=== block 1 ===
File: config.mk
export PLATFORM = sky130hd
export DESIGN_NAME = dev_ram_arbiter
export DESIGN_NICKNAME = d
export VERILOG_FILES = /design/src/rtl/pkg_ram.sv /design/src/rtl/dev_ram_arb_rr.sv /design/src/rtl/dev_ram_arbiter.sv
export SDC_FILE = /design/constraint.sdc
export NUM_CORES = 1
export LEC_CHECK = 0
export CAP_MARGIN = 20
export CORE_AREA = 2 2 193 195
export CTS_BUF_LIST = sky130_fd_sc_hd__clkbuf_2
export DETAILED_ROUTE_END_ITERATION = 10
export DIE_AREA = 0 0 195 197
export SYNTH_ARGS = -nofsm -noshare
export SYNTH_HDL_FRONTEND = slang
export SYNTH_SLANG_ARGS = --single-unit
export TNS_END_PERCENT = 100
File: constraint.sdc
create_clock -name clk -period 2.2 [get_ports clk]
set_input_delay 0.33 -clock clk [delete_from_list [all_inputs] [get_ports clk]]
set_output_delay 0.33 -clock clk [all_outputs]
set_load 0.01 [all_outputs]
File: src/rtl/pkg_ram.sv
// pkg_ram: shared dev_ram constants and the types used by the dev_ram arbiter
package pkg_ram;
  localparam int RAM_QUAD_SIZE = 64;
  localparam int ARB_ADDR_W = 32;
  localparam int ARB_RD_LAT = 1;
  typedef enum logic [1:0] {IDLE, ACCESS, WAIT, RESP} arb_state_t;
  typedef struct packed {
    logic                     we;
    logic [ARB_ADDR_W-1:0]    addr;
    logic [RAM_QUAD_SIZE-1:0] wdata;
  } ram_req_t;
endpackage

File: src/rtl/dev_ram_arb_rr.sv
// dev_ram_arb_rr: 2-way round-robin picker; last=1 means port 1 was served last
module dev_ram_arb_rr (
  input  logic [1:0] valid,
  input  logic       lock0,
  input  logic       last,
  output logic [1:0] grant
);
  logic v1;
  always_comb begin
    v1 = valid[1] & ~lock0;
    grant[0] = valid[0] & (~v1 | last);
    grant[1] = v1 & (~valid[0] | ~last);
  end
endmodule

File: src/rtl/dev_ram_arbiter.sv
// dev_ram_arbiter: shares one dev_ram port between loader/CPU (port 0) and debugger (port 1)
module dev_ram_arbiter
  import pkg_ram::*;
#(
  parameter int ADDR_W = ARB_ADDR_W,
  parameter int DATA_W = RAM_QUAD_SIZE,
  parameter int RD_LAT = ARB_RD_LAT
) (
  input  logic              clk,
  input  logic              rst_n,
  input  logic              lock0,
  input  logic              req0_valid,
  output logic              req0_ready,
  input  logic              req0_we,
  input  logic [ADDR_W-1:0] req0_addr,
  input  logic [DATA_W-1:0] req0_wdata,
  output logic              req0_done,
  output logic [DATA_W-1:0] req0_rdata,
  input  logic              req1_valid,
  output logic              req1_ready,
  input  logic              req1_we,
  input  logic [ADDR_W-1:0] req1_addr,
  input  logic [DATA_W-1:0] req1_wdata,
  output logic              req1_done,
  output logic [DATA_W-1:0] req1_rdata,
  output logic              ram_en,
  output logic              ram_we,
  output logic [ADDR_W-1:0] ram_addr,
  output logic [DATA_W-1:0] ram_wdata,
  input  logic [DATA_W-1:0] ram_rdata,
  output logic              busy,
  output logic              owner
);
  localparam int CW = RD_LAT < 2 ? 1 : $clog2(RD_LAT + 1);
  arb_state_t state, nxt;
  ram_req_t req;
  logic last, own, open, hs, win, cap;
  logic [1:0] grant;
  logic [CW-1:0] cnt;
  dev_ram_arb_rr u_rr (
    .valid({req1_valid, req0_valid}),
    .lock0(lock0),
    .last (last),
    .grant(grant)
  );
  // RESP is also an arbitration point so a new request can be accepted in the done cycle
  always_comb begin
    open = state == IDLE || state == RESP;
    req0_ready = open & grant[0];
    req1_ready = open & grant[1];
    hs = req0_ready | req1_ready;
    win = grant[1];
    cap = !req.we && ((state == ACCESS && RD_LAT == 1) || (state == WAIT && cnt == CW'(RD_LAT - 1)));
    nxt = open ? (hs ? ACCESS : IDLE)
        : state == ACCESS ? (req.we || RD_LAT == 1 ? RESP : WAIT)
        : cap ? RESP : state;
  end
  assign ram_en = state == ACCESS;
  assign ram_we = req.we;
  assign ram_addr = req.addr;
  assign ram_wdata = req.wdata;
  assign busy = state != IDLE;
  assign owner = own;
  assign req0_done = state == RESP && !own;
  assign req1_done = state == RESP && own;
  always_ff @(posedge clk) begin
    if (!rst_n) begin
      state <= IDLE;
      req <= '0;
      own <= 1'b0;
      last <= 1'b1;
      cnt <= '0;
      req0_rdata <= '0;
      req1_rdata <= '0;
    end else begin
      state <= nxt;
      cnt <= state == ACCESS ? CW'(1) : cnt + CW'(1);
      if (hs) begin
        req <= win ? {req1_we, req1_addr, req1_wdata} : {req0_we, req0_addr, req0_wdata};
        own <= win;
        last <= win;
      end
      if (cap && !own) req0_rdata <= ram_rdata;
      if (cap && own) req1_rdata <= ram_rdata;
    end
  end
endmodule

=== block 2 ===
File: src/rtl/mha_pkg.sv
// Shared definitions for the QKV projection sequencer.
// Holds the sequencer state encoding, the default parameter constants and
// a helper that sizes a counter for a given terminal limit.
package mha_pkg;

    typedef enum logic [2:0] {
        S_IDLE      = 3'd0,
        S_WLOAD     = 3'd1,
        S_ASTREAM   = 3'd2,
        S_PROPAGATE = 3'd3,
        S_DRAIN     = 3'd4,
        S_DONE      = 3'd5
    } state_t;

    localparam int ROWS_DEF      = 4;
    localparam int COLS_DEF      = 16;
    localparam int TOKENS_DEF    = 729;
    localparam int IN_GROUPS_DEF = 16;
    localparam int PIPE_LAT_DEF  = 3;
    localparam int ADDR_W_DEF    = 32;

    // Counter width for a counter running 0..limit-1, never narrower than 1.
    function automatic int cnt_width(input int limit);
        return (limit > 1) ? $clog2(limit) : 1;
    endfunction

endpackage

File: src/rtl/mha_delay_line.sv
// Valid+data shift register that times output-row writes.
// Ports:
//   clk       - clock
//   clr       - synchronous clear of every stage (valid and data)
//   en        - advance the line by one stage; holds when low
//   in_valid  - valid bit entering stage 0
//   in_data   - data entering stage 0
//   out_valid - valid bit leaving the last stage (DEPTH enabled cycles later)
//   out_data  - data leaving the last stage
module mha_delay_line #(
    parameter int DEPTH = 1,
    parameter int W     = 1
) (
    input  logic         clk,
    input  logic         clr,
    input  logic         en,
    input  logic         in_valid,
    input  logic [W-1:0] in_data,
    output logic         out_valid,
    output logic [W-1:0] out_data
);

    logic [DEPTH-1:0] vld_r;
    logic [W-1:0]     dat_r [DEPTH];

    // Shift stages forward on enable; clear drops everything in flight.
    always_ff @(posedge clk) begin
        if (clr) begin
            vld_r <= '0;
            for (int i = 0; i < DEPTH; i++) begin
                dat_r[i] <= '0;
            end
        end else if (en) begin
            vld_r[0] <= in_valid;
            dat_r[0] <= in_data;
            for (int i = 1; i < DEPTH; i++) begin
                vld_r[i] <= vld_r[i-1];
                dat_r[i] <= dat_r[i-1];
            end
        end
    end

    assign out_valid = vld_r[DEPTH-1];
    assign out_data  = dat_r[DEPTH-1];

endmodule

File: src/rtl/qkv_proj_seq.sv
// QKV projection sequencer: for each input-channel group loads ROWS weight
// words, streams TOKENS activations, waits COLS-1 cycles for propagation,
// and after the last group drains the MAC pipeline and pulses done.
// Activation reads of the last group are echoed as output-row writes
// PIPE_LAT+COLS enabled cycles later. COLS must be at least 2.
// Ports:
//   clk, reset - clock and synchronous active-high reset
//   start      - begins a run when idle
//   stall      - SRAM not ready; freezes all sequencing, blanks strobes
//   is_wt      - current read is a weight load
//   rd_en      - SRAM read strobe;  rd_addr - read address (0 when idle)
//   wr_en      - output-row write;  wr_addr - write address (0 when idle)
//   busy       - run in progress;   done    - one-cycle completion pulse
module qkv_proj_seq
    import mha_pkg::*;
#(
    parameter int ROWS      = ROWS_DEF,
    parameter int COLS      = COLS_DEF,
    parameter int TOKENS    = TOKENS_DEF,
    parameter int IN_GROUPS = IN_GROUPS_DEF,
    parameter int PIPE_LAT  = PIPE_LAT_DEF,
    parameter int ADDR_W    = ADDR_W_DEF,
    parameter int W_BASE    = 0,
    parameter int A_BASE    = 0,
    parameter int O_BASE    = 0
) (
    input  logic              clk,
    input  logic              reset,
    input  logic              start,
    input  logic              stall,
    output logic              is_wt,
    output logic              rd_en,
    output logic [ADDR_W-1:0] rd_addr,
    output logic              wr_en,
    output logic [ADDR_W-1:0] wr_addr,
    output logic              busy,
    output logic              done
);

    localparam int LAT = PIPE_LAT + COLS;
    localparam int K_W = cnt_width(ROWS);
    localparam int T_W = cnt_width(TOKENS);
    localparam int G_W = cnt_width(IN_GROUPS);
    localparam int D_W = cnt_width(LAT);

    state_t         state_r, state_s;
    logic [G_W-1:0] g_r, g_s;
    logic [K_W-1:0] k_r, k_s;
    logic [T_W-1:0] t_r, t_s;
    logic [D_W-1:0] d_r, d_s;

    logic           last_group_s;
    logic           dly_in_valid_s;
    logic           dly_out_valid_s;
    logic [T_W-1:0] dly_out_data_s;

    assign last_group_s = (g_r == G_W'(IN_GROUPS - 1));

    // State and counter registers; stall freezes them, reset wins over both.
    always_ff @(posedge clk) begin
        if (reset) begin
            state_r <= S_IDLE;
            g_r     <= '0;
            k_r     <= '0;
            t_r     <= '0;
            d_r     <= '0;
        end else if (!stall) begin
            state_r <= state_s;
            g_r     <= g_s;
            k_r     <= k_s;
            t_r     <= t_s;
            d_r     <= d_s;
        end
    end

    // Next-state and counter sequencing; counters clear at terminal count.
    always_comb begin
        state_s = state_r;
        g_s     = g_r;
        k_s     = k_r;
        t_s     = t_r;
        d_s     = d_r;
        case (state_r)
            S_IDLE: begin
                if (start) begin
                    state_s = S_WLOAD;
                    g_s     = '0;
                    k_s     = '0;
                end else begin
                    state_s = S_IDLE;
                end
            end
            S_WLOAD: begin
                if (k_r == K_W'(ROWS - 1)) begin
                    k_s     = '0;
                    t_s     = '0;
                    state_s = S_ASTREAM;
                end else begin
                    k_s = k_r + K_W'(1);
                end
            end
            S_ASTREAM: begin
                if (t_r == T_W'(TOKENS - 1)) begin
                    t_s     = '0;
                    d_s     = '0;
                    state_s = S_PROPAGATE;
                end else begin
                    t_s = t_r + T_W'(1);
                end
            end
            S_PROPAGATE: begin
                if (d_r == D_W'(COLS - 2)) begin
                    d_s = '0;
                    if (last_group_s) begin
                        g_s     = '0;
                        state_s = S_DRAIN;
                    end else begin
                        g_s     = g_r + G_W'(1);
                        state_s = S_WLOAD;
                    end
                end else begin
                    d_s = d_r + D_W'(1);
                end
            end
            S_DRAIN: begin
                if (d_r == D_W'(LAT - 1)) begin
                    d_s     = '0;
                    state_s = S_DONE;
                end else begin
                    d_s = d_r + D_W'(1);
                end
            end
            S_DONE: begin
                state_s = S_IDLE;
            end
            default: begin
                state_s = S_IDLE;
            end
        endcase
    end

    // Read-side outputs decoded from state; stall blanks the strobes.
    always_comb begin
        is_wt   = 1'b0;
        rd_en   = 1'b0;
        rd_addr = '0;
        busy    = (state_r != S_IDLE);
        done    = 1'b0;
        case (state_r)
            S_WLOAD: begin
                is_wt = 1'b1;
                if (!stall) begin
                    rd_en   = 1'b1;
                    rd_addr = ADDR_W'(W_BASE) + ADDR_W'(g_r) * ADDR_W'(ROWS)
                              + ADDR_W'(k_r);
                end else begin
                    rd_en = 1'b0;
                end
            end
            S_ASTREAM: begin
                if (!stall) begin
                    rd_en   = 1'b1;
                    rd_addr = ADDR_W'(A_BASE) + ADDR_W'(g_r) * ADDR_W'(TOKENS)
                              + ADDR_W'(t_r);
                end else begin
                    rd_en = 1'b0;
                end
            end
            S_DONE: begin
                done = !stall;
            end
            default: begin
                rd_en = 1'b0;
            end
        endcase
    end

    // Only last-group activation reads become output writes.
    assign dly_in_valid_s = (state_r == S_ASTREAM) && last_group_s;

    mha_delay_line #(
        .DEPTH (LAT),
        .W     (T_W)
    ) u_delay (
        .clk       (clk),
        .clr       (reset),
        .en        (!stall),
        .in_valid  (dly_in_valid_s),
        .in_data   (t_r),
        .out_valid (dly_out_valid_s),
        .out_data  (dly_out_data_s)
    );

    // Write-side outputs; address forced to 0 when not writing.
    always_comb begin
        wr_en   = 1'b0;
        wr_addr = '0;
        if (dly_out_valid_s && !stall) begin
            wr_en   = 1'b1;
            wr_addr = ADDR_W'(O_BASE) + ADDR_W'(dly_out_data_s);
        end else begin
            wr_en = 1'b0;
        end
    end

endmodule
File: config.mk
export PLATFORM = sky130hd
export DESIGN_NAME = qkv_proj_seq
export DESIGN_NICKNAME = d
export VERILOG_FILES = /design/src/rtl/mha_pkg.sv /design/src/rtl/mha_delay_line.sv /design/src/rtl/qkv_proj_seq.sv
export SDC_FILE = /design/constraint.sdc
export NUM_CORES = 1
export LEC_CHECK = 0
export CAP_MARGIN = 20
export CORE_MARGIN = 3
export CORE_UTILIZATION = 40
export CTS_BUF_LIST = sky130_fd_sc_hd__clkbuf_16
export DETAILED_ROUTE_END_ITERATION = 16
export GPL_ROUTABILITY_DRIVEN = 0
export PLACE_DENSITY = 0.59
export REMOVE_ABC_BUFFERS = 1
export SLEW_MARGIN = 20
export SYNTH_ARGS = -nofsm -noshare
export SYNTH_HDL_FRONTEND = slang
export SYNTH_SLANG_ARGS = --single-unit
File: constraint.sdc
create_clock -name clk -period 8.6 [get_ports clk]
set_input_delay 0.86 -clock clk [delete_from_list [all_inputs] [get_ports clk]]
set_output_delay 0.86 -clock clk [all_outputs]
set_load 0.1 [all_outputs]
=== block 3 ===
<file path="config.mk">
export PLATFORM = sky130hd
export DESIGN_NAME = axi_sync_word_insert_flat
export DESIGN_NICKNAME = d
export VERILOG_FILES = /design/src/rtl/axi_sync_pkg.sv /design/src/rtl/axi_sync_word_insert_if.sv /design/src/rtl/axi_out_reg.sv /design/src/rtl/axi_sync_word_insert.sv /design/src/flat_wrapper.sv
export SDC_FILE = /design/constraint.sdc
export NUM_CORES = 1
export LEC_CHECK = 0
export CORE_MARGIN = 2
export CORE_UTILIZATION = 37
export DETAILED_ROUTE_END_ITERATION = 10
export PLACE_DENSITY = 0.9
export SETUP_SLACK_MARGIN = 0.4
export SLEW_MARGIN = 20
export SYNTH_ARGS = -nofsm -noshare
export SYNTH_HDL_FRONTEND = slang
export SYNTH_SLANG_ARGS = --single-unit
</file>
<file path="constraint.sdc">
create_clock -name clk -period 1.7 [get_ports clk]
set_input_delay 0.34 -clock clk [delete_from_list [all_inputs] [get_ports clk]]
set_output_delay 0.34 -clock clk [all_outputs]
set_load 0.05 [all_outputs]
</file>
<file path="src/rtl/axi_sync_pkg.sv">
// Shared definitions for the sync-word framer and its receive-side deframer.
// Holds the FSM encoding and the frame_len==0 substitution value.
package axi_sync_pkg;

  typedef enum logic {
    S_SYNC    = 1'b0,
    S_PAYLOAD = 1'b1
  } state_e;

  // A programmed frame length of zero is treated as this many payload beats.
  localparam int unsigned FRAME_LEN_ZERO_SUB = 1;

endpackage

</file>
<file path="src/rtl/axi_sync_word_insert_if.sv">
// AXI-stream style beat bus used on both sides of the sync-word framer.
// A beat transfers on a rising clk edge where valid & ready are both 1; a source
// holding valid=1 keeps data/user stable until that edge, and ready may depend
// combinationally on the sink's own downstream state but never on valid.
interface axi_sync_word_insert_if #(
  parameter int DWIDTH = 64,
  parameter int UWIDTH = 1
);

  logic              valid;
  logic              ready;
  logic [DWIDTH-1:0] data;
  logic [UWIDTH-1:0] user;

  modport master (output valid, output data, output user, input ready);
  modport slave  (input valid, input data, input user, output ready);

endinterface

</file>
<file path="src/rtl/axi_out_reg.sv">
// Single output register stage with AXI-style skid-free hold.
// Loads a new beat (or a bubble) whenever the downstream can take it or the stage is empty.
module axi_out_reg #(
  parameter int PWIDTH = 66
) (
  input  logic              clk,
  input  logic              aresetn,
  input  logic              i_ready,
  input  logic              i_valid,
  input  logic [PWIDTH-1:0] i_payload,
  output logic              o_valid,
  output logic [PWIDTH-1:0] o_payload,
  output logic              o_advance
);

  logic              r_valid;
  logic [PWIDTH-1:0] r_payload;
  logic              w_advance;

  assign w_advance = i_ready | ~r_valid;

  always_ff @(posedge clk) begin
    if (!aresetn) begin
      r_valid   <= 1'b0;
      r_payload <= '0;
    end else if (w_advance) begin
      r_valid <= i_valid;
      // Bubbles leave the old payload in place; only valid matters then.
      if (i_valid) begin
        r_payload <= i_payload;
      end
    end
  end

  assign o_valid   = r_valid;
  assign o_payload = r_payload;
  assign o_advance = w_advance;

endmodule

</file>
<file path="src/rtl/axi_sync_word_insert.sv">
// Transmit-side framer: emits sync_word ahead of every frame of frame_len payload
// beats, through one output register stage at full throughput within a frame.
module axi_sync_word_insert
  import axi_sync_pkg::*;
#(
  parameter int DWIDTH    = 64,
  parameter int UWIDTH    = 1,
  parameter int LEN_WIDTH = 16
) (
  input  logic                  clk,
  input  logic                  aresetn,
  input  logic                  enable,
  input  logic [DWIDTH-1:0]     sync_word,
  input  logic [LEN_WIDTH-1:0]  frame_len,
  axi_sync_word_insert_if.slave  s_axi,
  axi_sync_word_insert_if.master m_axi,
  output logic                  m_axi_sync,
  output logic                  frame_done,
  output state_e                dbg_state
);

  localparam int PWIDTH = DWIDTH + UWIDTH + 1;

  state_e                 r_state;
  logic [LEN_WIDTH-1:0]   r_remaining;
  logic                   r_frame_done;

  logic                   w_advance;
  logic                   w_s_ready;
  logic                   w_ld_valid;
  logic [PWIDTH-1:0]      w_ld_payload;
  logic                   w_out_valid;
  logic [PWIDTH-1:0]      w_out_payload;

  // Load mux into the output stage; payload layout is {sync, user, data}.
  always_comb begin
    w_s_ready    = 1'b0;
    w_ld_valid   = 1'b0;
    w_ld_payload = {1'b0, s_axi.user, s_axi.data};
    case (r_state)
      S_SYNC: begin
        w_ld_valid   = enable;
        w_ld_payload = {1'b1, {UWIDTH{1'b0}}, sync_word};
      end
      S_PAYLOAD: begin
        w_s_ready  = w_advance;
        w_ld_valid = s_axi.valid;
      end
      default: begin
        w_s_ready  = 1'b0;
        w_ld_valid = 1'b0;
      end
    endcase
  end

  always_ff @(posedge clk) begin
    if (!aresetn) begin
      r_state      <= S_SYNC;
      r_remaining  <= '0;
      r_frame_done <= 1'b0;
    end else begin
      r_frame_done <= 1'b0;
      case (r_state)
        S_SYNC: begin
          if (w_advance && enable) begin
            r_remaining <= (frame_len == '0) ? LEN_WIDTH'(FRAME_LEN_ZERO_SUB) : frame_len;
            r_state     <= S_PAYLOAD;
          end
        end
        S_PAYLOAD: begin
          if (w_advance && s_axi.valid) begin
            // The last beat returns to S_SYNC; the counter never drops below 1.
            if (r_remaining == LEN_WIDTH'(1)) begin
              r_state      <= S_SYNC;
              r_frame_done <= 1'b1;
            end else begin
              r_remaining <= r_remaining - LEN_WIDTH'(1);
            end
          end
        end
        default: r_state <= S_SYNC;
      endcase
    end
  end

  axi_out_reg #(
    .PWIDTH(PWIDTH)
  ) u_out_reg (
    .clk       (clk),
    .aresetn   (aresetn),
    .i_ready   (m_axi.ready),
    .i_valid   (w_ld_valid),
    .i_payload (w_ld_payload),
    .o_valid   (w_out_valid),
    .o_payload (w_out_payload),
    .o_advance (w_advance)
  );

  assign s_axi.ready = w_s_ready;
  assign m_axi.valid = w_out_valid;
  assign {m_axi_sync, m_axi.user, m_axi.data} = w_out_payload;
  assign frame_done  = r_frame_done;
  assign dbg_state   = r_state;

endmodule

</file>
<file path="src/flat_wrapper.sv">
// flat-port wrapper written by rule: the top's interface ports become plain ports
module axi_sync_word_insert_flat import axi_sync_pkg::*;
#(
  parameter int DWIDTH    = 64,
  parameter int UWIDTH    = 1,
  parameter int LEN_WIDTH = 16
)
  (clk, aresetn, enable, sync_word, frame_len, m_axi_sync, frame_done, dbg_state, s_axi_valid, s_axi_data, s_axi_user, s_axi_ready, m_axi_valid, m_axi_data, m_axi_user, m_axi_ready);
  axi_sync_word_insert_if #(.DWIDTH(DWIDTH), .UWIDTH(UWIDTH)) s_axi_i ();
  axi_sync_word_insert_if #(.DWIDTH(DWIDTH), .UWIDTH(UWIDTH)) m_axi_i ();
  input  logic clk;
  input  logic aresetn;
  input  logic enable;
  input  logic [DWIDTH-1:0] sync_word;
  input  logic [LEN_WIDTH-1:0] frame_len;
  output logic m_axi_sync;
  output logic frame_done;
  output state_e dbg_state;
  input wire logic [$bits(s_axi_i.valid)-1:0] s_axi_valid;
  input wire logic [$bits(s_axi_i.data)-1:0] s_axi_data;
  input wire logic [$bits(s_axi_i.user)-1:0] s_axi_user;
  output wire logic [$bits(s_axi_i.ready)-1:0] s_axi_ready;
  output wire logic [$bits(m_axi_i.valid)-1:0] m_axi_valid;
  output wire logic [$bits(m_axi_i.data)-1:0] m_axi_data;
  output wire logic [$bits(m_axi_i.user)-1:0] m_axi_user;
  input wire logic [$bits(m_axi_i.ready)-1:0] m_axi_ready;
  assign s_axi_i.valid = s_axi_valid;
  assign s_axi_i.data = s_axi_data;
  assign s_axi_i.user = s_axi_user;
  assign s_axi_ready = s_axi_i.ready;
  assign m_axi_valid = m_axi_i.valid;
  assign m_axi_data = m_axi_i.data;
  assign m_axi_user = m_axi_i.user;
  assign m_axi_i.ready = m_axi_ready;
  axi_sync_word_insert #(.DWIDTH(DWIDTH), .UWIDTH(UWIDTH), .LEN_WIDTH(LEN_WIDTH)) u_core (.clk(clk), .aresetn(aresetn), .enable(enable), .sync_word(sync_word), .frame_len(frame_len), .s_axi(s_axi_i), .m_axi(m_axi_i), .m_axi_sync(m_axi_sync), .frame_done(frame_done), .dbg_state(dbg_state));
endmodule
</file>
=== block 4 ===
$ cat src/rtl/tone_decoder.sv
// Tone decoder: measures the period between rising edges of a square-wave tone and classifies
// it against the eight note periods of the background-music generator.
module tone_decoder #(
    parameter int unsigned CNT_W       = 20,
    parameter int unsigned TOL         = 4096,
    parameter int unsigned MATCH_COUNT = 2,
    parameter int unsigned SILENCE_CYC = 600000
) (
    input  logic             clk,
    input  logic             reset,
    input  logic             tone_in,
    output logic [3:0]       note_code,
    output logic             note_valid,
    output logic             note_change,
    output logic             silence,
    output logic [CNT_W-1:0] period
);

    typedef enum logic [0:0] {StIdle, StMeasure} state_e;

    localparam logic [CNT_W-1:0] CntMax     = '1;
    localparam logic [CNT_W-1:0] CntOne     = CNT_W'(1);
    localparam logic [CNT_W-1:0] SilenceCnt = CNT_W'(SILENCE_CYC);
    localparam logic [2:0]       MatchMax   = 3'(MATCH_COUNT);

    function automatic int unsigned nominal(input int unsigned idx);
        case (idx)
            0:       return 572704;
            1:       return 510204;
            2:       return 454546;
            3:       return 404956;
            4:       return 382220;
            5:       return 340518;
            6:       return 303370;
            default: return 255102;
        endcase
    endfunction

    // Ordered unsigned distance; never subtracts the larger value from the smaller.
    function automatic logic near(input logic [CNT_W-1:0] p, input int unsigned nom);
        int unsigned pe;
        pe = 32'(p);
        if (pe >= nom) return (pe - nom) <= TOL;
        return (nom - pe) <= TOL;
    endfunction

    // Scan downwards so the lowest matching code wins.
    function automatic logic [3:0] classify(input logic [CNT_W-1:0] p);
        logic [3:0] code;
        code = 4'd9;
        for (int unsigned i = 8; i > 0; i--) begin
            if (near(p, nominal(i - 1))) code = 4'(i);
        end
        return code;
    endfunction

    logic             s1_q, s2_q, s3_q;
    logic             rise;
    state_e           state_q, state_d;
    logic [CNT_W-1:0] cnt_q, cnt_d;
    logic [CNT_W-1:0] period_q, period_d;
    logic             strobe_q, strobe_d;
    logic [3:0]       cand_q, cand_d;
    logic [2:0]       match_q, match_d;
    logic [3:0]       code_q, code_d;
    logic             valid_q, silence_q, change_q;
    logic [3:0]       cls;
    logic             timeout;

    assign rise = s2_q & ~s3_q;
    assign cls  = classify(period_q);

    always_comb begin
        state_d  = state_q;
        cnt_d    = cnt_q;
        period_d = period_q;
        strobe_d = 1'b0;
        cand_d   = cand_q;
        match_d  = match_q;
        code_d   = code_q;
        timeout  = 1'b0;

        unique case (state_q)
            StIdle: begin
                if (rise) begin
                    state_d = StMeasure;
                    cnt_d   = CntOne;
                end
            end
            StMeasure: begin
                if (cnt_q == SilenceCnt) begin
                    // A coincident rise restarts measurement as if seen from idle.
                    timeout = 1'b1;
                    state_d = rise ? StMeasure : StIdle;
                    cnt_d   = rise ? CntOne : '0;
                end else if (rise) begin
                    period_d = cnt_q;
                    cnt_d    = CntOne;
                    strobe_d = 1'b1;
                end else if (cnt_q != CntMax) begin
                    cnt_d = cnt_q + CntOne;
                end
            end
            default: state_d = StIdle;
        endcase

        if (timeout) begin
            cand_d  = '0;
            match_d = '0;
            code_d  = '0;
        end else begin
            if (strobe_q) begin
                if (cls == cand_q) begin
                    if (match_q != MatchMax) match_d = match_q + 3'd1;
                end else begin
                    cand_d  = cls;
                    match_d = 3'd1;
                end
            end
            if (match_q == MatchMax && cand_q != code_q) code_d = cand_q;
        end
    end

    always_ff @(posedge clk or posedge reset) begin
        if (reset) begin
            s1_q      <= 1'b0;
            s2_q      <= 1'b0;
            s3_q      <= 1'b0;
            state_q   <= StIdle;
            cnt_q     <= '0;
            period_q  <= '0;
            strobe_q  <= 1'b0;
            cand_q    <= '0;
            match_q   <= '0;
            code_q    <= '0;
            valid_q   <= 1'b0;
            silence_q <= 1'b1;
            change_q  <= 1'b0;
        end else begin
            s1_q      <= tone_in;
            s2_q      <= s1_q;
            s3_q      <= s2_q;
            state_q   <= state_d;
            cnt_q     <= cnt_d;
            period_q  <= period_d;
            strobe_q  <= strobe_d;
            cand_q    <= cand_d;
            match_q   <= match_d;
            code_q    <= code_d;
            valid_q   <= (code_d != 4'd0) && (code_d <= 4'd8);
            silence_q <= (code_d == 4'd0);
            change_q  <= (code_d != code_q);
        end
    end

    assign note_code   = code_q;
    assign note_valid  = valid_q;
    assign note_change = change_q;
    assign silence     = silence_q;
    assign period      = period_q;

endmodule

$ cat config.mk
export PLATFORM = sky130hd
export DESIGN_NAME = tone_decoder
export DESIGN_NICKNAME = d
export VERILOG_FILES = /design/src/rtl/tone_decoder.sv
export SDC_FILE = /design/constraint.sdc
export NUM_CORES = 1
export LEC_CHECK = 0
export CORE_MARGIN = 4
export CORE_UTILIZATION = 32
export DETAILED_ROUTE_END_ITERATION = 12
export DONT_BUFFER_PORTS = 1
export MAX_ROUTING_LAYER = met4
export PLACE_DENSITY_LB_ADDON = 0.08
export SLEW_MARGIN = 20
export SYNTH_ARGS = -nofsm -noshare
export SYNTH_HDL_FRONTEND = slang
export SYNTH_SLANG_ARGS = --single-unit
$ cat constraint.sdc
create_clock -name clk -period 4.7 [get_ports clk]
set_input_delay 0.94 -clock clk [delete_from_list [all_inputs] [get_ports clk]]
set_output_delay 0.94 -clock clk [all_outputs]
set_load 0.01 [all_outputs]

==> layout pictures side by side <==
Cell area per tile.
shot_01.png
(2 px per um) 17 x 17 tiles, from white (low) to dark blue (high), 0 to 100% covered.
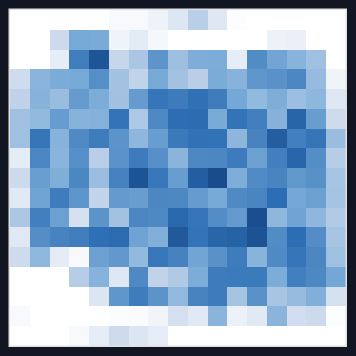
shot_02.png
(2 px per um) 20 x 20 tiles, from white (low) to dark blue (high), 0 to 100% covered.
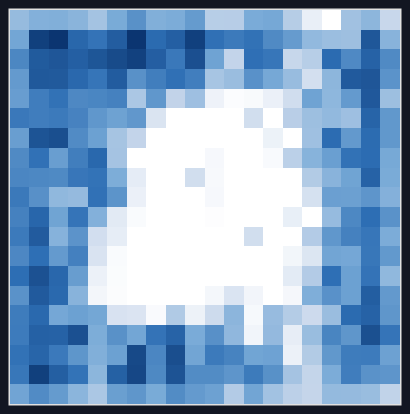
shot_03.png
(2 px per um) 18 x 18 tiles, from white (low) to dark blue (high), 0 to 100% covered.
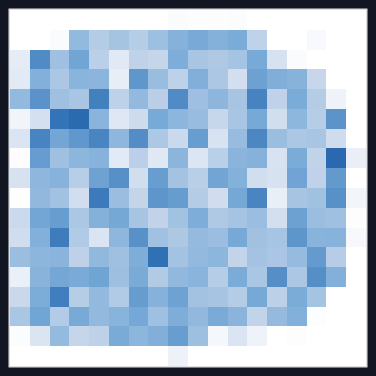
shot_04.png
(3 px per um) 11 x 11 tiles, from white (low) to dark blue (high), 0 to 100% covered.
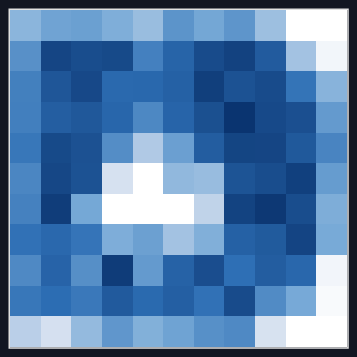
Of these, highest utilization: shot_04.png
Of these, lowest utilization: shot_03.png
shot_02.png -> block 1
shot_04.png -> block 3
shot_03.png -> block 4
shot_01.png -> block 2

Key to shot_04.png:
emptiest ninth of the die: middle
densest ninth of the die: right middle
fullest tile: 98%

==> block_2/final_clocks.png <==
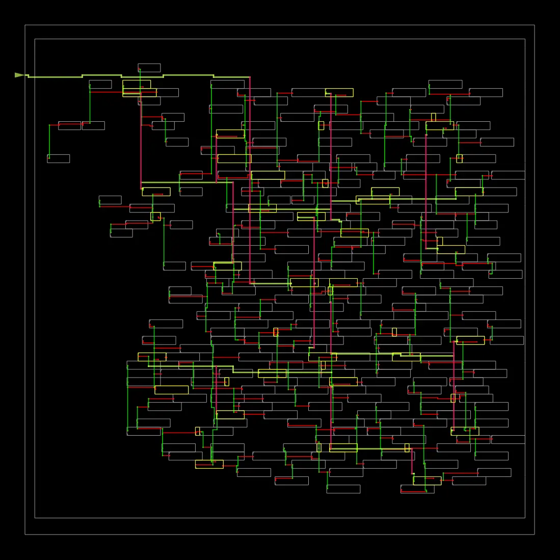
Clock Sinks: 233
Final Skew: 0.01042 ns
power drawn by the clock network: 0.00109 W

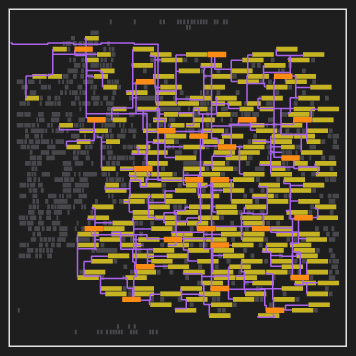
(block_2/clock_map.png)
(2 px per um)
[orange] cells driving clock nets | count: 25
[yellow] flip-flops | count: 233
[purple] clock wires | length: 2810 um
routed clock nets: 26
clock network power share: 42.2%
Clk Latency, worst-skew pair: 0.50 ns

==> run_summary.xml, block 2 <==
<?xml version="1.0" encoding="UTF-8"?>
<metrics>
  <group name="final_layout">
    <metric name="drive_gt1_share" unit="%">6.271</metric>
    <metric name="final_area" unit="um^2">11840</metric>
    <metric name="n_fill_cell" unit="">2274</metric>
    <metric name="final-comb-area" unit="um^2">3515</metric>
    <metric name="comb-cell-share" unit="%">29.69</metric>
    <metric name="final-instance-count-excl-fill" unit="">1207</metric>
  </group>
  <group name="sta">
    <metric name="fin_tns_setup" unit="ns">0</metric>
  </group>
  <group name="clock_network">
    <metric name="htreeDepth" unit="">1</metric>
    <metric name="postCtsSetupRepairBufs" unit="">0</metric>
    <metric name="tritoncts" unit="">yes</metric>
    <metric name="tritoncts.num_buffers" unit="">25</metric>
  </group>
  <group name="worst_setup_path">
    <metric name="critical_path_capture_point_type" unit="">primary output</metric>
    <metric name="crit_required" unit="ns">7.74</metric>
    <metric name="r2r-end" unit="">t_r[5]</metric>
    <metric name="timing.critical_path.slowest_stage_cell" unit="">clkdlybuf4s50_1</metric>
    <metric name="critical_path_class" unit="">flop to primary output</metric>
  </group>
  <group name="logic_synthesis">
    <metric name="ys_types" unit="">55</metric>
  </group>
  <group name="power">
    <metric name="top_power_group" unit="">registers</metric>
    <metric name="share_comb_of_total_power" unit="%">7.4</metric>
  </group>
  <group name="route">
    <metric name="remaining_drc_errors" unit="">0</metric>
    <metric name="via_per_inst" unit="">4.788</metric>
  </group>
  <group name="placement">
    <metric name="place_area" unit="um^2">10970</metric>
    <metric name="dp_cells" unit="">1161</metric>
    <metric name="detailedPlace.worstSlack" unit="ns">3.461</metric>
  </group>
  <group name="grt">
    <metric name="overflow" unit="">0</metric>
    <metric name="first_pass_grt_wire_length" unit="um">26770</metric>
  </group>
  <group name="die">
    <metric name="tapCellCount" unit="">330</metric>
  </group>
  <group name="outcome">
    <metric name="outcome" unit="">finished, final reports clean</metric>
  </group>
</metrics>
==> block 2: per-layer routing <==
metal / up-vias / GRT usage, % / share of wire, %
li1: 2878 / - / -
met1: 2793 / 15.66 / 49
met2: 77 / 17.61 / 46
met3: 31 / 1.761 / 3.3
met4: 0 / 3.380 / 2.2
met5: - / 0 / 0
==> block 2: state kept, by name, indices dropped and copies added (netlist names) <==
signal	flops
state_r	3
g_r	4
t_r	10
d_r	5
u_delay.dat_r	190
k_r	2
u_delay.vld_r	19
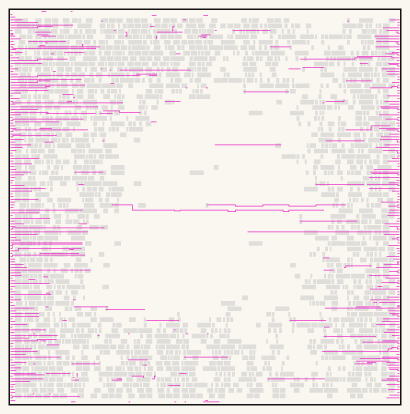
(block_1/met3.png)
(2 px per um) Cells faint in the background.
share of all routed wire: 9.0%
longest straight run: 75.7 um
main direction: horizontal
detailed-route via count: 11040
wirelength, routed: 39380 um
met3 Resource Use GR: 7.118%

==> run_summary.xml, block 1 <==
<?xml version="1.0" encoding="UTF-8"?>
<metrics>
  <group name="logic_synthesis">
    <metric name="syn-instance-count" unit="">1148</metric>
    <metric name="async_flop_share" unit="%">0</metric>
    <metric name="ys_chip_area" unit="um^2">8982</metric>
    <metric name="yosysTopAreaCell" unit="">dfxtp_1</metric>
    <metric name="synth_cell_area" unit="um^2">8982</metric>
  </group>
  <group name="clock_network">
    <metric name="post_cts_resized" unit="">254</metric>
  </group>
  <group name="worst_setup_path">
    <metric name="crit_path_max_incr_delay" unit="ns">0.36</metric>
    <metric name="critical_path_capture_point_type" unit="">primary output</metric>
  </group>
  <group name="placement">
    <metric name="detailedPlace.worstSlack" unit="ns">0.09725</metric>
  </group>
  <group name="route">
    <metric name="met3_wl_post_dr" unit="um">3558</metric>
  </group>
  <group name="outcome">
    <metric name="outcome" unit="">finished with violations</metric>
    <metric name="violated_checks" unit="">setup timing</metric>
  </group>
  <group name="final_layout">
    <metric name="antenna_cells" unit="">8</metric>
  </group>
  <group name="sta">
    <metric name="setup_violations" unit="">1</metric>
    <metric name="timing.final.ws_setup" unit="ns">-0.04839</metric>
  </group>
  <group name="power">
    <metric name="clock_net_power" unit="W">0.00299</metric>
  </group>
  <group name="die">
    <metric name="area_of_the_die" unit="um^2">38420</metric>
  </group>
</metrics>
-- block 1: state kept, by name, indices dropped and copies added, names as in the netlist --
register and cells:
ram_we 1, req1_rdata 64, req0_rdata 64, ram_addr 32, owner 1, ram_wdata 64, cnt 1, state 2
last 1
-- block 1: path summary, 6_finish.rpt --
check                      from        endpoint  slack (ns)
hold / removal    ram_rdata[44]  req0_rdata[44]        0.17
hold reg to reg   req1_rdata[0]   req1_rdata[0]        0.45
setup / recovery       state[1]      req0_ready       -0.05
setup reg to reg       state[1]  req1_rdata[18]        0.28
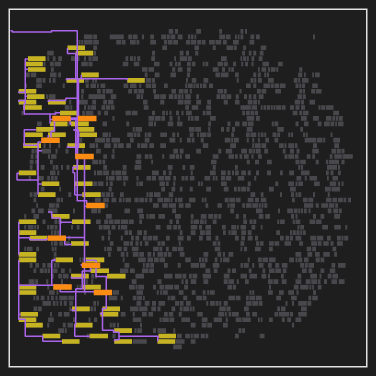
(block_4/clock_map.png)
(2 px per um)
[purple] clock wires | length: 930 um
[orange] cells driving clock nets | count: 9
[yellow] flip-flops | count: 59
flops lie: a column on the left
Clk Latency, worst-skew pair: 0.32 ns
Final Skew: 0.008461 ns
power drawn by the clock network: 0.000613 W
clock network power share: 28.7%

==> run_summary.xml, block 4 <==
<?xml version="1.0" encoding="UTF-8"?>
<metrics>
  <group name="outcome">
    <metric name="outcome" unit="">finished, final reports clean</metric>
  </group>
  <group name="hold_path">
    <metric name="hold_path_end" unit="">s2_q</metric>
    <metric name="worst_hold_startpoint" unit="">s1_q</metric>
    <metric name="hold-path-cell-count" unit="">0</metric>
  </group>
  <group name="worst_setup_path">
    <metric name="reg2reg_from" unit="">period[3]</metric>
    <metric name="regToRegSetupSlack" unit="ns">0.48</metric>
  </group>
  <group name="grt">
    <metric name="overflow" unit="">0</metric>
  </group>
  <group name="final_layout">
    <metric name="fin_nets" unit="">1335</metric>
  </group>
  <group name="logic_synthesis">
    <metric name="ys_types" unit="">99</metric>
    <metric name="synth_warnings" unit="">0</metric>
    <metric name="syn_avg_cell_area" unit="um^2">7.031</metric>
  </group>
  <group name="route">
    <metric name="route.final.wire_length" unit="um">48160</metric>
    <metric name="drt_pass1_iterations" unit="">5</metric>
  </group>
  <group name="job">
    <metric name="max_cap_violation_count" unit="">0</metric>
  </group>
  <group name="clock_network">
    <metric name="tritoncts" unit="">yes</metric>
  </group>
  <group name="power">
    <metric name="share_comb_of_total_power" unit="%">39.4</metric>
  </group>
  <group name="sta">
    <metric name="finalCriticalPeriod" unit="ns">4.220</metric>
    <metric name="final_max_slew_viol_count" unit="">0</metric>
  </group>
</metrics>
==> block 4: metal layers <==
layer | wire length [um] | vias to the layer above | track usage (%)
met5 | 0 | - | -
met4 | 2426 | 0 | 12.92
met3 | 3693 | 131 | 2.628
met2 | 21650 | 659 | 47.68
met1 | 20390 | 5496 | 41.11
li1 | - | 4969 | -
==> block 4: registers in the layout, summed over array words and instances, names as in the netlist, 3 cells and up <==
signal and count:
cand_q 4, note_code 4, period 20, cnt_q 20, match_q 3
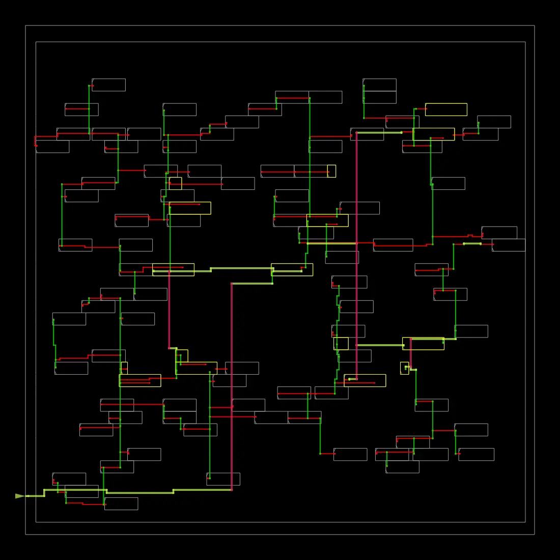
(block_3/final_clocks.png)
clock buf count: 11
TritonCTS buffer count: 9
Clock Sinks: 85
flop count: 85

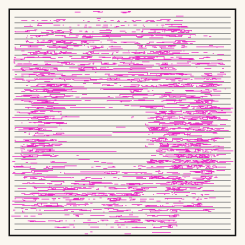
(block_3/met1.png)
(2 px per um) Supply wires on this layer in grey.
nets with wire on the layer: 780
main direction: horizontal
share of all routed wire: 38%
wire length on this layer: 6160 um
longest straight run: 41.9 um
M1 GR Usage: 25.80%
wirelength, routed: 16260 um

==> run_summary.xml, block 3 <==
<?xml version="1.0" encoding="UTF-8"?>
<metrics>
  <group name="final_layout">
    <metric name="lay_top_count" unit="">clkdlybuf4s50_1</metric>
    <metric name="n_fill_cell" unit="">784</metric>
    <metric name="synthToLayoutAreaGrowth" unit="%">87.05</metric>
    <metric name="biggestCellCategory" unit="">non-clock buffers</metric>
    <metric name="final-instance-count-excl-fill" unit="">890</metric>
    <metric name="antenna_cells" unit="">0</metric>
    <metric name="final_core_utilization" unit="%">70.94</metric>
  </group>
  <group name="logic_synthesis">
    <metric name="async_flop_share" unit="%">0</metric>
    <metric name="post_synth_tally_of_flip_flops_with_integrated_enable" unit="">0</metric>
    <metric name="yosys.cell_count.top_type" unit="">nand2_1</metric>
    <metric name="numSynthFlops" unit="">85</metric>
    <metric name="netlist.area_leader.share" unit="%">39.13</metric>
  </group>
  <group name="sta">
    <metric name="final_max_slew_viol_count" unit="">0</metric>
    <metric name="setup_violations" unit="">8</metric>
    <metric name="timing.final.ws_setup" unit="ns">-0.09581</metric>
  </group>
  <group name="clock_network">
    <metric name="htreeDepth" unit="">3</metric>
    <metric name="cts-root-buf" unit="">clkbuf_16</metric>
    <metric name="cts.hold.buffers_added" unit="">0</metric>
  </group>
  <group name="job">
    <metric name="log.warning_count" unit="">30</metric>
  </group>
  <group name="power">
    <metric name="worst_ir_drop_vdd" unit="mV">0.6624</metric>
    <metric name="fin_total_pwr" unit="W">0.007806</metric>
  </group>
  <group name="worst_setup_path">
    <metric name="timing.critical_path.slowest_stage_cell" unit="">dfxtp_4</metric>
    <metric name="worst_path_dominant_cell_family" unit="">AND-OR/OR-AND gates</metric>
    <metric name="r2r-end" unit="">u_core.r_remaining[0]</metric>
  </group>
  <group name="outcome">
    <metric name="violated_checks" unit="">setup timing</metric>
    <metric name="outcome" unit="">finished with violations</metric>
  </group>
  <group name="route">
    <metric name="remaining_drc_errors" unit="">0</metric>
    <metric name="via_per_inst" unit="">5.407</metric>
  </group>
</metrics>
==> block 3: cell families (layout without fill, tap and decap cells) <==
family	Yosys count	count (layout)	share of synthesized area, %
AND-OR/OR-AND	119	119	22.64
adder cells (fa/ha/maj)	2	2	0.5753
buffers and inverters	51	316	5.063
flip-flops	85	85	39.13
multiplexers	68	68	15.74
AND/OR/NAND/NOR	157	157	16.86
==> block 3: routing by layer <==
| metal | global-route usage (%) | share of wire (%) |
|---|---|---|
| met1 | 25.80 | 38 |
| met2 | 42.81 | 53 |
| met3 | 5.832 | 6.0 |
| met4 | 9.187 | 3.0 |
| met5 | 0 | 0 |


==> notes/layouts.md <==
Pictures saved along the way, in no particular order.

M1 wires.
(1.5 px per um) Supply wires on this layer in grey.
picture 1
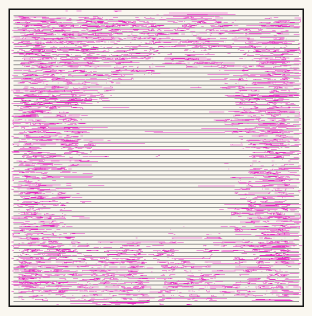
picture 2
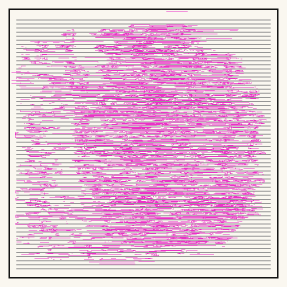
picture 3
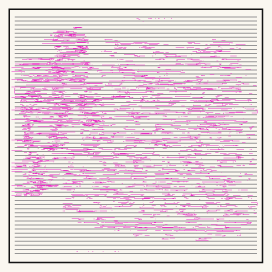
Picture 3 comes from block 2.
Picture 1 comes from block 1.
Picture 2 comes from block 4.
- largest die: picture 1


==> screenshots <==
M3 wires.
image #1
(4 px per um) Cells faint in the background.
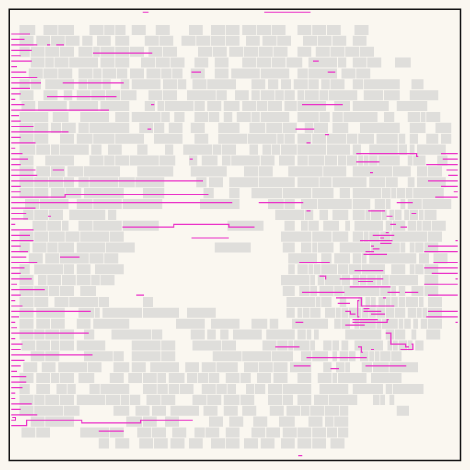
image #2
(3 px per um) Cells faint in the background.
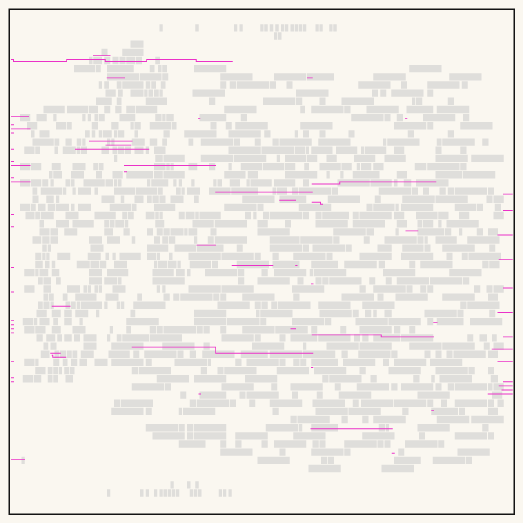
image #3
(3 px per um) Cells faint in the background.
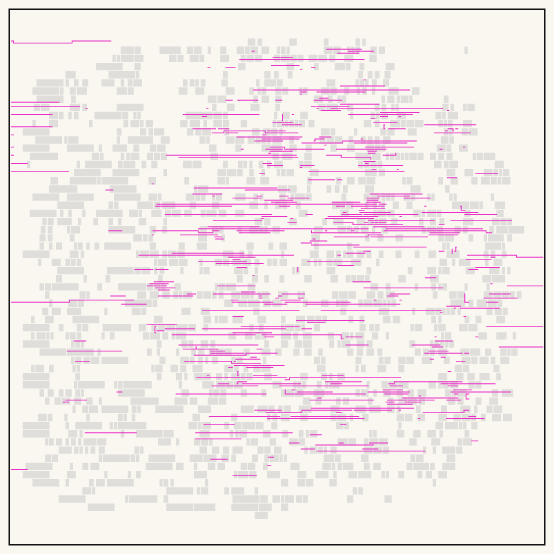
| from | picture |
|---|---|
| block 3 | image #1 |
| block 2 | image #2 |
| block 4 | image #3 |

Key to image #3:
nets with wire on the layer: 216
main direction: horizontal
longest straight run: 73.1 um
share of all routed wire: 7.7%
wire length on this layer: 3690 um

Power is estimated from default activity; no workload was simulated.
